==================== design 1
==> design_1/clk_routes.png <==
(3 px per um)
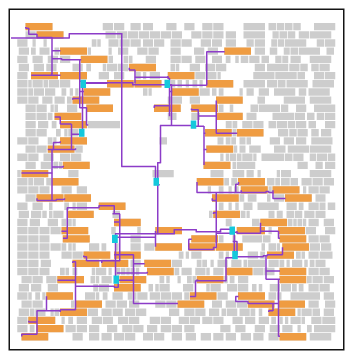

<file path="src/rtl/riscv_defines.sv">
// Shared definitions for the data-bus arbiter: FSM encoding and the
// read-data pattern returned when a response times out.
package riscv_defines;

    typedef enum logic [1:0] {
        IDLE = 2'd0,
        ADDR = 2'd1,
        RESP = 2'd2
    } arb_state_t;

    localparam logic [31:0] ARB_TIMEOUT_RDATA = 32'hDEAD_BEEF;

endpackage

</file>
<file path="src/rtl/rr_arbiter_2.sv">
// Two-way round-robin pick: a lone requester wins; on a tie the port
// that was not granted most recently wins.
module rr_arbiter_2 (
    input  logic [1:0] req_i,
    input  logic [0:0] last_i,
    output logic       winner_o
);

    always_comb begin
        winner_o = 1'b0;
        if (req_i == 2'b11) begin
            winner_o = ~last_i[0];
        end else if (req_i[1]) begin
            winner_o = 1'b1;
        end
    end

endmodule

</file>
<file path="src/rtl/data_bus_arbiter.sv">
// Two-port arbiter onto a single-outstanding memory bus with a response timeout.
// state | meaning
// IDLE  | no transaction; pick a winner and register its request
// ADDR  | mem_req_o held with stable payload until mem_gnt_i
// RESP  | waiting for mem_rvalid_i or timeout, routed to the owner port
module data_bus_arbiter
    import riscv_defines::*;
#(
    parameter int unsigned TIMEOUT_CYCLES = 64
) (
    input  logic        clk,
    input  logic        rst_n,
    input  logic        p0_req_i,
    input  logic [31:0] p0_addr_i,
    input  logic        p0_we_i,
    input  logic [3:0]  p0_be_i,
    input  logic [31:0] p0_wdata_i,
    output logic        p0_gnt_o,
    output logic        p0_rvalid_o,
    output logic        p0_err_o,
    input  logic        p1_req_i,
    input  logic [31:0] p1_addr_i,
    input  logic        p1_we_i,
    input  logic [3:0]  p1_be_i,
    input  logic [31:0] p1_wdata_i,
    output logic        p1_gnt_o,
    output logic        p1_rvalid_o,
    output logic        p1_err_o,
    output logic [31:0] rdata_o,
    output logic        mem_req_o,
    output logic        mem_we_o,
    output logic [31:0] mem_addr_o,
    output logic [31:0] mem_wdata_o,
    output logic [3:0]  mem_be_o,
    input  logic        mem_gnt_i,
    input  logic        mem_rvalid_i,
    input  logic [31:0] mem_rdata_i
);

    localparam logic [7:0] TO_LAST = 8'(TIMEOUT_CYCLES - 1);

    arb_state_t  state_q, state_d;
    logic        owner_q, owner_d;
    logic        last_q, last_d;
    logic [7:0]  cnt_q, cnt_d;
    logic        mem_req_q, mem_req_d;
    logic        mem_we_q, mem_we_d;
    logic [31:0] mem_addr_q, mem_addr_d;
    logic [31:0] mem_wdata_q, mem_wdata_d;
    logic [3:0]  mem_be_q, mem_be_d;

    logic        winner;
    logic [1:0]  gnt, rvalid, err;
    logic [31:0] rdata;

    rr_arbiter_2 u_rr (
        .req_i    ({p1_req_i, p0_req_i}),
        .last_i   (last_q),
        .winner_o (winner)
    );

    always_comb begin
        state_d     = state_q;
        owner_d     = owner_q;
        last_d      = last_q;
        cnt_d       = cnt_q;
        mem_req_d   = mem_req_q;
        mem_we_d    = mem_we_q;
        mem_addr_d  = mem_addr_q;
        mem_wdata_d = mem_wdata_q;
        mem_be_d    = mem_be_q;
        gnt         = 2'b00;
        rvalid      = 2'b00;
        err         = 2'b00;
        rdata       = 32'h0;
        unique case (state_q)
            IDLE: begin
                if (p0_req_i || p1_req_i) begin
                    owner_d     = winner;
                    mem_req_d   = 1'b1;
                    mem_we_d    = winner ? p1_we_i    : p0_we_i;
                    mem_addr_d  = winner ? p1_addr_i  : p0_addr_i;
                    mem_wdata_d = winner ? p1_wdata_i : p0_wdata_i;
                    mem_be_d    = winner ? p1_be_i    : p0_be_i;
                    state_d     = ADDR;
                end
            end
            ADDR: begin
                if (mem_gnt_i) begin
                    gnt[owner_q] = 1'b1;
                    last_d       = owner_q;
                    cnt_d        = 8'd0;
                    mem_req_d    = 1'b0;
                    state_d      = RESP;
                end
            end
            RESP: begin
                rdata = mem_rdata_i;
                // A real response wins over a timeout landing in the same cycle.
                if (mem_rvalid_i) begin
                    rvalid[owner_q] = 1'b1;
                    state_d         = IDLE;
                end else if (cnt_q == TO_LAST) begin
                    rvalid[owner_q] = 1'b1;
                    err[owner_q]    = 1'b1;
                    rdata           = ARB_TIMEOUT_RDATA;
                    state_d         = IDLE;
                end else begin
                    cnt_d = cnt_q + 8'd1;
                end
            end
            default: state_d = IDLE;
        endcase
    end

    always_ff @(posedge clk or negedge rst_n) begin
        if (!rst_n) begin
            state_q     <= IDLE;
            owner_q     <= 1'b0;
            last_q      <= 1'b1;
            cnt_q       <= 8'd0;
            mem_req_q   <= 1'b0;
            mem_we_q    <= 1'b0;
            mem_addr_q  <= 32'h0;
            mem_wdata_q <= 32'h0;
            mem_be_q    <= 4'h0;
        end else begin
            state_q     <= state_d;
            owner_q     <= owner_d;
            last_q      <= last_d;
            cnt_q       <= cnt_d;
            mem_req_q   <= mem_req_d;
            mem_we_q    <= mem_we_d;
            mem_addr_q  <= mem_addr_d;
            mem_wdata_q <= mem_wdata_d;
            mem_be_q    <= mem_be_d;
        end
    end

    assign p0_gnt_o    = gnt[0];
    assign p1_gnt_o    = gnt[1];
    assign p0_rvalid_o = rvalid[0];
    assign p1_rvalid_o = rvalid[1];
    assign p0_err_o    = err[0];
    assign p1_err_o    = err[1];
    assign rdata_o     = rdata;
    assign mem_req_o   = mem_req_q;
    assign mem_we_o    = mem_we_q;
    assign mem_addr_o  = mem_addr_q;
    assign mem_wdata_o = mem_wdata_q;
    assign mem_be_o    = mem_be_q;

endmodule

</file>
<file path="config.mk">
export PLATFORM = sky130hd
export DESIGN_NAME = data_bus_arbiter
export DESIGN_NICKNAME = d
export VERILOG_FILES = /design/src/rtl/riscv_defines.sv /design/src/rtl/rr_arbiter_2.sv /design/src/rtl/data_bus_arbiter.sv
export SDC_FILE = /design/constraint.sdc
export NUM_CORES = 1
export LEC_CHECK = 0
export ABC_AREA = 0
export CAP_MARGIN = 20
export CORE_AREA = 2 2 109 111
export CTS_BUF_LIST = sky130_fd_sc_hd__clkbuf_2
export DETAILED_ROUTE_END_ITERATION = 10
export DIE_AREA = 0 0 111 113
export PLACE_DENSITY = 0.82
export SYNTH_ARGS = -nofsm -noshare
export SYNTH_HDL_FRONTEND = slang
export SYNTH_SLANG_ARGS = --single-unit
</file>
<file path="constraint.sdc">
create_clock -name clk -period 3.5 [get_ports clk]
set_input_delay 0.7 -clock clk [delete_from_list [all_inputs] [get_ports clk]]
set_output_delay 0.7 -clock clk [all_outputs]
set_load 0.05 [all_outputs]
</file>
==================== design 2
**config.mk**
```make
export PLATFORM = sky130hd
export DESIGN_NAME = fft_bin_reader
export DESIGN_NICKNAME = d
export VERILOG_FILES = /design/src/rtl/fft_pkg.sv /design/src/rtl/cplx_mag_approx.sv /design/src/rtl/fft_bin_reader.sv
export SDC_FILE = /design/constraint.sdc
export NUM_CORES = 1
export LEC_CHECK = 0
export CAP_MARGIN = 15
export CORE_MARGIN = 4
export CORE_UTILIZATION = 42
export CTS_CLUSTER_DIAMETER = 200
export DETAILED_ROUTE_END_ITERATION = 6
export RECOVER_POWER = 50
export SLEW_MARGIN = 0
export SYNTH_ARGS = -nofsm -noshare
export SYNTH_HDL_FRONTEND = slang
export SYNTH_HIERARCHICAL = 1
export SYNTH_SLANG_ARGS = --single-unit
```
**constraint.sdc**
```tcl
create_clock -name clk -period 8.18 [get_ports clk]
set_input_delay 1.227 -clock clk [delete_from_list [all_inputs] [get_ports clk]]
set_output_delay 1.227 -clock clk [all_outputs]
set_load 0.05 [all_outputs]
```
**src/rtl/fft_pkg.sv**
```systemverilog
// fft_pkg: complex sample layout, widths and index helpers shared by the FFT datapath.
package fft_pkg;

    localparam int CPLX_W = 32;
    localparam int HALF_W = 16;

    typedef struct packed {
        logic signed [15:0] re;
        logic signed [15:0] im;
    } cplx_t;

    typedef enum logic [1:0] {
        RD_IDLE,
        RD_ISSUE,
        RD_DRAIN
    } rd_state_t;

    function automatic logic [31:0] bitrev(input logic [31:0] value, input int unsigned nbits);
        logic [31:0] r;
        r = '0;
        for (int unsigned i = 0; i < 32; i++) begin
            if (i < nbits) r[5'(i)] = value[5'(nbits - 1 - i)];
        end
        return r;
    endfunction

endpackage

```
**src/rtl/cplx_mag_approx.sv**
```systemverilog
// cplx_mag_approx: combinational alpha-max-plus-beta-min magnitude, mag = max + min/4 + min/8,
// with a saturating absolute value so the most negative input maps to the largest positive one.
module cplx_mag_approx
    import fft_pkg::*;
#(
    parameter int HW = HALF_W
) (
    input  logic signed [HW-1:0] i_re,
    input  logic signed [HW-1:0] i_im,
    output logic        [HW-1:0] o_mag
);

    logic [HW-2:0] w_neg_re;
    logic [HW-2:0] w_neg_im;
    logic [HW-2:0] w_abs_re;
    logic [HW-2:0] w_abs_im;
    logic [HW-2:0] w_max;
    logic [HW-2:0] w_min;

    // For any negative value other than the minimum, -x fits in HW-1 bits.
    assign w_neg_re = ~i_re[HW-2:0] + (HW-1)'(1);
    assign w_neg_im = ~i_im[HW-2:0] + (HW-1)'(1);

    always_comb begin
        w_abs_re = i_re[HW-2:0];
        if (i_re[HW-1]) w_abs_re = (i_re[HW-2:0] == '0) ? '1 : w_neg_re;
        w_abs_im = i_im[HW-2:0];
        if (i_im[HW-1]) w_abs_im = (i_im[HW-2:0] == '0) ? '1 : w_neg_im;
        if (w_abs_re >= w_abs_im) begin
            w_max = w_abs_re;
            w_min = w_abs_im;
        end else begin
            w_max = w_abs_im;
            w_min = w_abs_re;
        end
    end

    // Peak result (max = min = 2^(HW-1)-1) stays below 2^HW, so an HW-bit sum is exact.
    assign o_mag = HW'(w_max) + HW'(w_min >> 2) + HW'(w_min >> 3);

endmodule

```
**src/rtl/fft_bin_reader.sv**
```systemverilog
// fft_bin_reader: walks the FFT result RAM after a frame and streams one magnitude per bin.
// Optional: FFT_READER_DC_BLANK_EN forces the magnitude of bin 0 to zero.
module fft_bin_reader
    import fft_pkg::*;
#(
    parameter int WIDTH         = CPLX_W,
    parameter int N_LOG2        = 8,
    parameter int HALF_SPECTRUM = 1,
    parameter int BIT_REVERSE   = 1
) (
    input  logic                 clk,
    input  logic                 rst,
    input  logic                 start,
    output logic                 rd_en,
    output logic [N_LOG2-1:0]    rd_addr,
    input  logic [WIDTH-1:0]     rd_data,
    output logic                 bin_valid,
    input  logic                 bin_ready,
    output logic [N_LOG2-1:0]    bin_idx,
    output logic [WIDTH/2-1:0]   bin_mag,
    output logic                 bin_last,
    output logic                 busy,
    output logic                 done
);

    localparam int HW = WIDTH / 2;
    localparam logic [N_LOG2-1:0] K_LAST =
        N_LOG2'((1 << (N_LOG2 - ((HALF_SPECTRUM != 0) ? 1 : 0))) - 1);

    rd_state_t r_state;
    rd_state_t w_state_nxt;

    logic [N_LOG2-1:0] r_k;
    logic              r_inflight;
    logic [N_LOG2-1:0] r_ret_idx;
    logic              r_ret_last;
    logic              r_done;

    logic [N_LOG2-1:0] r_f_idx  [2];
    logic [HW-1:0]     r_f_mag  [2];
    logic              r_f_last [2];
    logic              r_wptr;
    logic              r_rptr;
    logic [1:0]        r_count;

    logic              w_issue;
    logic              w_push;
    logic              w_pop;
    logic              w_head_vld;
    logic              w_credit_ok;
    logic [2:0]        w_occ;
    logic [N_LOG2-1:0] w_addr;
    logic [HW-1:0]     w_mag;
    logic [HW-1:0]     w_push_mag;

    cplx_mag_approx #(
        .HW (HW)
    ) u_mag (
        .i_re  (rd_data[WIDTH-1:HW]),
        .i_im  (rd_data[HW-1:0]),
        .o_mag (w_mag)
    );

`ifdef FFT_READER_DC_BLANK_EN
    assign w_push_mag = (r_ret_idx == '0) ? '0 : w_mag;
`else
    assign w_push_mag = w_mag;
`endif

    assign w_head_vld = (r_count != 2'd0);
    assign w_push     = r_inflight;
    assign w_pop      = bin_valid && bin_ready;
    assign w_occ      = 3'(r_count) + 3'(r_inflight);
    // A beat leaving this cycle frees its slot before the new read can land, which keeps one bin per cycle.
    assign w_credit_ok = w_pop ? (w_occ < 3'd3) : (w_occ < 3'd2);
    assign w_addr     = (BIT_REVERSE != 0) ? N_LOG2'(bitrev(32'(r_k), N_LOG2)) : r_k;

    always_comb begin
        w_state_nxt = r_state;
        w_issue     = 1'b0;
        case (r_state)
            RD_IDLE: begin
                if (start) w_state_nxt = RD_ISSUE;
            end
            RD_ISSUE: begin
                w_issue = w_credit_ok;
                if (w_credit_ok && (r_k == K_LAST)) w_state_nxt = RD_DRAIN;
            end
            RD_DRAIN: begin
                if (w_pop && r_f_last[r_rptr]) w_state_nxt = RD_IDLE;
            end
            default: w_state_nxt = RD_IDLE;
        endcase
        if (rst) w_issue = 1'b0;
    end

    always_ff @(posedge clk) begin
        if (rst) begin
            r_state    <= RD_IDLE;
            r_k        <= '0;
            r_inflight <= 1'b0;
            r_ret_idx  <= '0;
            r_ret_last <= 1'b0;
            r_done     <= 1'b0;
        end else begin
            r_state    <= w_state_nxt;
            r_inflight <= w_issue;
            r_done     <= (r_state == RD_DRAIN) && w_pop && r_f_last[r_rptr];
            if ((r_state == RD_IDLE) && start) begin
                r_k <= '0;
            end else if (w_issue) begin
                r_k <= r_k + N_LOG2'(1);
            end
            if (w_issue) begin
                r_ret_idx  <= r_k;
                r_ret_last <= (r_k == K_LAST);
            end
        end
    end

    always_ff @(posedge clk) begin
        if (rst) begin
            r_wptr  <= 1'b0;
            r_rptr  <= 1'b0;
            r_count <= 2'd0;
            for (int unsigned i = 0; i < 2; i++) begin
                r_f_idx[i]  <= '0;
                r_f_mag[i]  <= '0;
                r_f_last[i] <= 1'b0;
            end
        end else begin
            if (w_push) begin
                r_f_idx[r_wptr]  <= r_ret_idx;
                r_f_mag[r_wptr]  <= w_push_mag;
                r_f_last[r_wptr] <= r_ret_last;
                r_wptr           <= ~r_wptr;
            end
            if (w_pop) r_rptr <= ~r_rptr;
            r_count <= r_count + {1'b0, w_push} - {1'b0, w_pop};
        end
    end

    assign rd_en     = w_issue;
    assign rd_addr   = rst ? '0 : w_addr;
    assign bin_valid = !rst && w_head_vld;
    assign bin_idx   = rst ? '0 : r_f_idx[r_rptr];
    assign bin_mag   = rst ? '0 : r_f_mag[r_rptr];
    assign bin_last  = !rst && r_f_last[r_rptr];
    assign busy      = !rst && (r_state != RD_IDLE);
    assign done      = !rst && r_done;

endmodule

```
==> design_2/wires.png <==
(2 px per um)
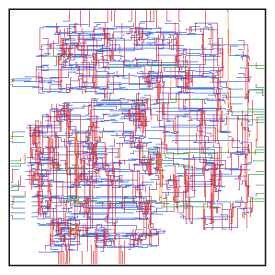
legend:
  blue:
    layer: metal 1
    wire_length: 6,790 um
  orange:
    layer: metal 4
    wire_length: 206 um
  red:
    layer: metal 2
    wire_length: 5,840 um
  green:
    layer: metal 3
    wire_length: 491 um
GRT Overall Usage: 16.51%
final routed wirelength across all metal layers: 13,330 um

==> job_summary.md, design 2 <==
### Flow metrics

| Metric | Value |
|---|---|
| Leading power group | combinational logic |
| Multi-input combinational cell count | 485 |
| Global-route wire length before repair | 21,840 um |
| Most common cell on crit path | sky130_fd_sc_hd__ha_1 |
| Outcome | finished, violations left |
| Initial DRT Pass Iterations | 4 |
| Post-synthesis net count | 710 |
| Count of filler cells inserted in the layout | 1,314 |
| Hold-fix buffer count after cts | 0 |
| Final HPWL DP | 10,200 um |
| Max Slew Vio Count | 102 |
| Global routing met1 resource utilization | 23.82% |
| Fraction of cell area in non-clock buffers | 12.07% |
| Violations in the final reports | max-capacitance violations, max-slew violations |
| Launching point of the worst reg2reg path | r_inflight$_SDFF_PP0_ |
| Flip-flop count of the largest register, all copies and words added | 32 |
| Footprint of the flip-flops and latches | 2022 um^2 |
| Biggest Area Class | logic gates |
| Share of final-layout standard cells stronger than drive strength 1 | 9.605% |
| Proportion of power drawn by flip-flops and latches | 26.5% |
| Cell count listed in synth_stat.txt | 627 |
| Max-Cap Viols | 3 |
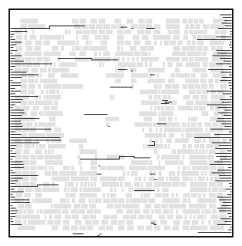
(design_1/layer_met3.png)
(2 px per um)
longest straight run: 25.1 um
share of all routed wire: 7.5%
count of vias placed by the detailed router: 4,126
final routed wirelength across all metal layers: 13,490 um
met3 demand-to-capacity share in global routing: 5.731%

## Picture notes: design_1/clk_routes.png
legend:
  cyan:
    item: clock drivers
    count: 9
  orange:
    item: flip-flops
    count: 82
  purple:
    item: clock wires
    length: 986 um
routed clock nets: 10
flops lie: spread over the die

==> job_summary.md, design 1 <==
### Flow metrics

| Metric | Value |
|---|---|
| Clock-cell share of area | 1.554% |
| Total congestion overflow | 0 |
| Cell-internal power | 0.002985 W |
| Clock tree buffer depth | 2 |
| Total met3 wirelength after detailed routing | 1008 um |
| Total power divided by cell area | 829.3 nW/um^2 |
| Number of cells on the worst reg-to-reg path | 4 |
| Switching part of the total power | 51.92% |
| Cell type contributing the most total cell area after synthesis | sky130_fd_sc_hd__dfrtp_1 |
| Vias in the first global route | 4,174 |
| Multi-input gate share of total cell area | 25.94% |
| Placed Area | 7318 um^2 |
| DRT antenna net count | 0 |
| Number of I/O pins | 284 |
| Cell count listed in synth_stat.txt | 416 |
| Count of filler cells inserted in the layout | 868 |
| Final Core Density | 66.41% |
| Wire length on met2 | 7123 um |
| Ranking of synthesized cells by instance count | sky130_fd_sc_hd__dfrtp_1 (81), sky130_fd_sc_hd__nand2_1 (79), sky130_fd_sc_hd__o21ai_0 (74) |
| Combinational Power Share | 65.7% |
| Synthesized chip area reported by yosys | 4095 um^2 |
| Max-Cap Viols | 0 |
| Synth Warn # | 0 |
| Outcome | finished clean |
| Worst setup path class | reg2out |
| Buffers excl. clock | 292 |
| Number of enable flip-flop cells | 0 |
| Fraction of cell area in non-clock buffers | 42.59% |
| Count of buffers added by post-CTS timing repair for setup | 0 |
| Clock network fraction of total power | 8.1% |
| Ratio of routed vias to standard cells | 4.930 |
| Area growth from synthesis to final layout | 82.80% |
| Weighted congestion at the end of routability-driven global placement | 0.8519 |
| Full die area | 12,540 um^2 |
| Main synth FF type | sky130_fd_sc_hd__dfrtp_1 |
| Sequential cell area share | 27.43% |
| Proportion of power drawn by flip-flops and latches | 26.3% |
| Tally of buffers added on design ports | 283 |
| Met2 capacity usage during global routing | 39.30% |

==> gallery <==
Congestion heat map.
image #1
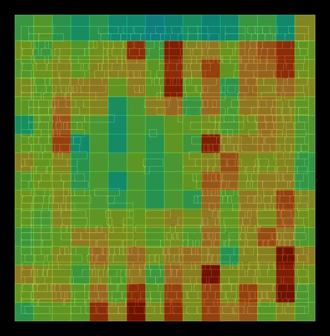
image #2
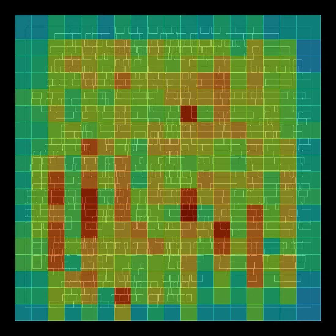
Image #1 comes from design 1.
Image #2 comes from design 2.


==================== design 3
## src/rtl/palette_fade_lut_if.sv

```systemverilog
// Bus bundle for palette_fade_lut: palette write port, pipelined lookup
// request/response, and fade engine control/status.
interface palette_fade_lut_if #(
    parameter int INDEX_W = 4,
    parameter int CH_W    = 4,
    parameter int LEVEL_W = 4
);
    logic               wr_en;
    logic [INDEX_W-1:0] wr_index;
    logic [3*CH_W-1:0]  wr_rgb;
    logic               rd_valid_in;
    logic [INDEX_W-1:0] index;
    logic               fade_start;
    logic               fade_dir;
    logic [CH_W-1:0]    red;
    logic [CH_W-1:0]    green;
    logic [CH_W-1:0]    blue;
    logic               rd_valid_out;
    logic               transparent;
    logic               fade_busy;
    logic [LEVEL_W:0]   fade_level;

    modport master (
        output wr_en, wr_index, wr_rgb, rd_valid_in, index, fade_start, fade_dir,
        input  red, green, blue, rd_valid_out, transparent, fade_busy, fade_level
    );

    modport slave (
        input  wr_en, wr_index, wr_rgb, rd_valid_in, index, fade_start, fade_dir,
        output red, green, blue, rd_valid_out, transparent, fade_busy, fade_level
    );
endinterface

```

## src/rtl/palette_fade_lut.sv

```systemverilog
// Runtime-writable RGB palette with a 2-stage lookup pipeline, transparency
// flag and a timed global brightness fade (fade-in / fade-out).
module palette_fade_lut #(
    parameter int INDEX_W         = 4,
    parameter int CH_W            = 4,
    parameter int LEVEL_W         = 4,
    parameter int FADE_DIV        = 65536,
    parameter int TRANSPARENT_IDX = 0
) (
    input  logic                Clk,
    input  logic                Reset,
    palette_fade_lut_if.slave   bus
);
    localparam int DEPTH  = 1 << INDEX_W;
    localparam int RGB_W  = 3 * CH_W;
    localparam int PROD_W = CH_W + LEVEL_W + 1;
    localparam int CNT_W  = (FADE_DIV > 1) ? $clog2(FADE_DIV) : 1;

    localparam logic [LEVEL_W:0]   LVL_FULL  = {1'b1, {LEVEL_W{1'b0}}};
    localparam logic [LEVEL_W:0]   LVL_ZERO  = {(LEVEL_W+1){1'b0}};
    localparam logic [LEVEL_W:0]   LVL_ONE   = {{LEVEL_W{1'b0}}, 1'b1};
    localparam logic [CNT_W-1:0]   CNT_LAST  = CNT_W'(FADE_DIV - 1);
    localparam logic [CNT_W-1:0]   CNT_ONE   = {{(CNT_W-1){1'b0}}, 1'b1};
    localparam logic [INDEX_W-1:0] TRANSP_IX = INDEX_W'(TRANSPARENT_IDX);

    typedef enum logic [0:0] {
        FADE_IDLE = 1'b0,
        FADE_RUN  = 1'b1
    } fade_state_t;

    // Scale one channel by the brightness level; FULL is an exact identity.
    function automatic logic [CH_W-1:0] scale_ch(input logic [CH_W-1:0] ch,
                                                 input logic [LEVEL_W:0] lvl);
        logic [PROD_W-1:0] prod;
        prod = PROD_W'(ch) * PROD_W'(lvl);
        return prod[LEVEL_W +: CH_W];
    endfunction

    logic [RGB_W-1:0] palette_r [DEPTH];
    logic [RGB_W-1:0] lookup_rgb_s;

    logic [RGB_W-1:0] s1_rgb_r;
    logic             s1_valid_r;
    logic             s1_transp_r;

    logic [CH_W-1:0]  red_r;
    logic [CH_W-1:0]  green_r;
    logic [CH_W-1:0]  blue_r;
    logic             s2_valid_r;
    logic             s2_transp_r;

    fade_state_t      state_r;
    fade_state_t      state_nxt_s;
    logic             dir_r;
    logic [LEVEL_W:0] level_r;
    logic [CNT_W-1:0] cnt_r;
    logic             step_s;
    logic [LEVEL_W:0] level_step_s;
    logic             done_s;
    logic             fade_busy_s;

    // Palette storage: cleared on reset, one entry written per wr_en.
    always_ff @(posedge Clk) begin
        if (Reset) begin
            for (int i = 0; i < DEPTH; i++) begin
                palette_r[i] <= {RGB_W{1'b0}};
            end
        end else if (bus.wr_en) begin
            palette_r[bus.wr_index] <= bus.wr_rgb;
        end
    end

    // Write-first bypass: a same-cycle write to the looked-up entry wins.
    always_comb begin
        lookup_rgb_s = palette_r[bus.index];
        if (bus.wr_en && (bus.wr_index == bus.index)) begin
            lookup_rgb_s = bus.wr_rgb;
        end else begin
            lookup_rgb_s = palette_r[bus.index];
        end
    end

    // Stage 1: capture entry, valid and transparency compare.
    always_ff @(posedge Clk) begin
        if (Reset) begin
            s1_rgb_r    <= {RGB_W{1'b0}};
            s1_valid_r  <= 1'b0;
            s1_transp_r <= 1'b0;
        end else begin
            s1_rgb_r    <= lookup_rgb_s;
            s1_valid_r  <= bus.rd_valid_in;
            s1_transp_r <= (bus.index == TRANSP_IX);
        end
    end

    // Stage 2: apply the current brightness level to each channel.
    always_ff @(posedge Clk) begin
        if (Reset) begin
            red_r       <= {CH_W{1'b0}};
            green_r     <= {CH_W{1'b0}};
            blue_r      <= {CH_W{1'b0}};
            s2_valid_r  <= 1'b0;
            s2_transp_r <= 1'b0;
        end else begin
            red_r       <= scale_ch(s1_rgb_r[2*CH_W +: CH_W], level_r);
            green_r     <= scale_ch(s1_rgb_r[CH_W   +: CH_W], level_r);
            blue_r      <= scale_ch(s1_rgb_r[0      +: CH_W], level_r);
            s2_valid_r  <= s1_valid_r;
            s2_transp_r <= s1_transp_r;
        end
    end

    // Fade step decode: a level step happens on the last count of a period.
    always_comb begin
        step_s       = (state_r == FADE_RUN) && (cnt_r == CNT_LAST);
        level_step_s = dir_r ? (level_r + LVL_ONE) : (level_r - LVL_ONE);
        done_s       = step_s && (dir_r ? (level_step_s == LVL_FULL)
                                        : (level_step_s == LVL_ZERO));
    end

    // Fade FSM state register.
    always_ff @(posedge Clk) begin
        if (Reset) begin
            state_r <= FADE_IDLE;
        end else begin
            state_r <= state_nxt_s;
        end
    end

    // Fade FSM next state: start only from idle, stop on the final step.
    always_comb begin
        state_nxt_s = state_r;
        case (state_r)
            FADE_IDLE: begin
                if (bus.fade_start) begin
                    state_nxt_s = FADE_RUN;
                end else begin
                    state_nxt_s = FADE_IDLE;
                end
            end
            FADE_RUN: begin
                if (done_s) begin
                    state_nxt_s = FADE_IDLE;
                end else begin
                    state_nxt_s = FADE_RUN;
                end
            end
            default: state_nxt_s = FADE_IDLE;
        endcase
    end

    // Fade FSM outputs.
    always_comb begin
        fade_busy_s = (state_r == FADE_RUN);
    end

    // Fade datapath: direction, brightness level and step counter.
    always_ff @(posedge Clk) begin
        if (Reset) begin
            dir_r   <= 1'b0;
            level_r <= LVL_FULL;
            cnt_r   <= {CNT_W{1'b0}};
        end else if ((state_r == FADE_IDLE) && bus.fade_start) begin
            dir_r   <= bus.fade_dir;
            level_r <= bus.fade_dir ? LVL_ZERO : LVL_FULL;
            cnt_r   <= {CNT_W{1'b0}};
        end else if (state_r == FADE_RUN) begin
            if (step_s) begin
                cnt_r   <= {CNT_W{1'b0}};
                level_r <= level_step_s;
            end else begin
                cnt_r   <= cnt_r + CNT_ONE;
            end
        end
    end

    assign bus.red          = red_r;
    assign bus.green        = green_r;
    assign bus.blue         = blue_r;
    assign bus.rd_valid_out = s2_valid_r;
    assign bus.transparent  = s2_transp_r;
    assign bus.fade_busy    = fade_busy_s;
    assign bus.fade_level   = level_r;
endmodule

```

## src/flat_wrapper.sv

```systemverilog
// flat-port wrapper written by rule: the top's interface ports become plain ports
module palette_fade_lut_flat 
#(
    parameter int INDEX_W         = 4,
    parameter int CH_W            = 4,
    parameter int LEVEL_W         = 4,
    parameter int FADE_DIV        = 65536,
    parameter int TRANSPARENT_IDX = 0
)
  (Clk, Reset, bus_wr_en, bus_wr_index, bus_wr_rgb, bus_rd_valid_in, bus_index, bus_fade_start, bus_fade_dir, bus_red, bus_green, bus_blue, bus_rd_valid_out, bus_transparent, bus_fade_busy, bus_fade_level);
  palette_fade_lut_if #(.INDEX_W(INDEX_W), .CH_W(CH_W), .LEVEL_W(LEVEL_W)) bus_i ();
  input  logic Clk;
  input  logic Reset;
  input wire logic [$bits(bus_i.wr_en)-1:0] bus_wr_en;
  input wire logic [$bits(bus_i.wr_index)-1:0] bus_wr_index;
  input wire logic [$bits(bus_i.wr_rgb)-1:0] bus_wr_rgb;
  input wire logic [$bits(bus_i.rd_valid_in)-1:0] bus_rd_valid_in;
  input wire logic [$bits(bus_i.index)-1:0] bus_index;
  input wire logic [$bits(bus_i.fade_start)-1:0] bus_fade_start;
  input wire logic [$bits(bus_i.fade_dir)-1:0] bus_fade_dir;
  output wire logic [$bits(bus_i.red)-1:0] bus_red;
  output wire logic [$bits(bus_i.green)-1:0] bus_green;
  output wire logic [$bits(bus_i.blue)-1:0] bus_blue;
  output wire logic [$bits(bus_i.rd_valid_out)-1:0] bus_rd_valid_out;
  output wire logic [$bits(bus_i.transparent)-1:0] bus_transparent;
  output wire logic [$bits(bus_i.fade_busy)-1:0] bus_fade_busy;
  output wire logic [$bits(bus_i.fade_level)-1:0] bus_fade_level;
  assign bus_i.wr_en = bus_wr_en;
  assign bus_i.wr_index = bus_wr_index;
  assign bus_i.wr_rgb = bus_wr_rgb;
  assign bus_i.rd_valid_in = bus_rd_valid_in;
  assign bus_i.index = bus_index;
  assign bus_i.fade_start = bus_fade_start;
  assign bus_i.fade_dir = bus_fade_dir;
  assign bus_red = bus_i.red;
  assign bus_green = bus_i.green;
  assign bus_blue = bus_i.blue;
  assign bus_rd_valid_out = bus_i.rd_valid_out;
  assign bus_transparent = bus_i.transparent;
  assign bus_fade_busy = bus_i.fade_busy;
  assign bus_fade_level = bus_i.fade_level;
  palette_fade_lut #(.INDEX_W(INDEX_W), .CH_W(CH_W), .LEVEL_W(LEVEL_W), .FADE_DIV(FADE_DIV), .TRANSPARENT_IDX(TRANSPARENT_IDX)) u_core (.Clk(Clk), .Reset(Reset), .bus(bus_i));
endmodule
```

## config.mk

```make
export PLATFORM = sky130hd
export DESIGN_NAME = palette_fade_lut_flat
export DESIGN_NICKNAME = d
export VERILOG_FILES = /design/src/rtl/palette_fade_lut_if.sv /design/src/rtl/palette_fade_lut.sv /design/src/flat_wrapper.sv
export SDC_FILE = /design/constraint.sdc
export NUM_CORES = 1
export LEC_CHECK = 0
export ABC_AREA = 1
export CORE_ASPECT_RATIO = 0.6
export CORE_MARGIN = 2
export CORE_UTILIZATION = 60
export CTS_CLUSTER_DIAMETER = 150
export DETAILED_ROUTE_END_ITERATION = 7
export GPL_TIMING_DRIVEN = 0
export PLACE_DENSITY = 0.85
export SLEW_MARGIN = 25
export SYNTH_ARGS = -nofsm -noshare
export SYNTH_HDL_FRONTEND = slang
export SYNTH_SLANG_ARGS = --single-unit
export TNS_END_PERCENT = 100
```

## constraint.sdc

```tcl
create_clock -name Clk -period 3.4 [get_ports Clk]
set_input_delay 0.34 -clock Clk [delete_from_list [all_inputs] [get_ports Clk]]
set_output_delay 0.34 -clock Clk [all_outputs]
set_load 0.02 [all_outputs]
```

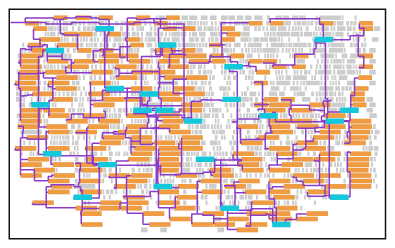
(design_3/clk_routes.png)
(2 px per um)
legend:
  cyan:
    item: clock drivers
    count: 23
  orange:
    item: flip-flops
    count: 243
  purple:
    item: clock wires
    length: 2,890 um
routed clock nets: 24
flops lie: spread over the die
Power Clock: 0.00286 W
clock latency at the later pin of the worst-skew pair: 0.53 ns
clock network fraction of total power: 41.1%
Max Clock Skew: 0.01445 ns

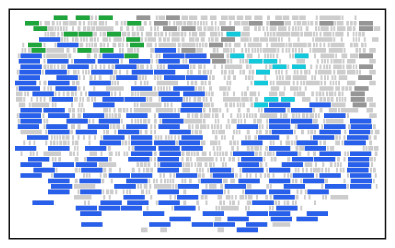
(design_3/flops_by_reg.png)
(2 px per um) Other sequential cells in the stronger gray, the rest of the logic in the fainter gray.
legend:
  green:
    name_in_the_netlist: u_core.cnt_r
    sequential_cells: 16
    where: upper left
  blue:
    name_in_the_netlist: u_core.palette_r
    sequential_cells: 192
  cyan:
    name_in_the_netlist: u_core.s1_rgb_r
    sequential_cells: 12
not colored: 23
sequential cell area share: 49.52%
Final Core Density: 68.81%

==> job_summary.md <==
### Flow metrics

| Metric | Value |
|---|---|
| Transition time at the pin with the least slew margin | 0.8244 ns |
| Post-route worst hold slack | 0.3100 ns |
| Tally of buffers added on design ports | 43 |
| Cell count listed in synth_stat.txt | 1,325 |
| Synthesized chip area reported by yosys | 12,110 um^2 |
| Capture endpoint of the worst hold path | u_core.s1_rgb_r[1]$_SDFF_PP0_ |
| Area of the placeable core | 19,920 um^2 |
| Cell Area, Synth | 12,110 um^2 |
| Mean instance size in the synthesized netlist | 9.140 um^2 |
| Compound Share, Synth | 9.825% |
| Area growth from synthesis to final layout | 13.17% |
| Path type of the worst min-delay path | in2reg |
| Net count reported at finish | 1,467 |
| Number of cell rows | 40 |
| Largest fanout on the critical path | 10 |
| Worst Hold Path Cells | 5 |
| Biggest area cells | sky130_fd_sc_hd__edfxtp_1 (48%), sky130_fd_sc_hd__nor2_1 (11%), sky130_fd_sc_hd__dfxtp_1 (8.4%) |
| FF+latch count | 243 |
| Comb gate area | 4516 um^2 |
| Maximum level of the CTS H-tree | 1 |
| Multi-input combinational cell count | 898 |
| Leading power group | sequential cells |
| Outcome | finished clean |
| Maximum clock rate | 0.3152 GHz |
| Post-Layout Inst Area | 13,710 um^2 |
| Top-count cell post-synth | sky130_fd_sc_hd__nor2_1 |

Power figures rest on the tool's default switching activity, not on a simulated workload.
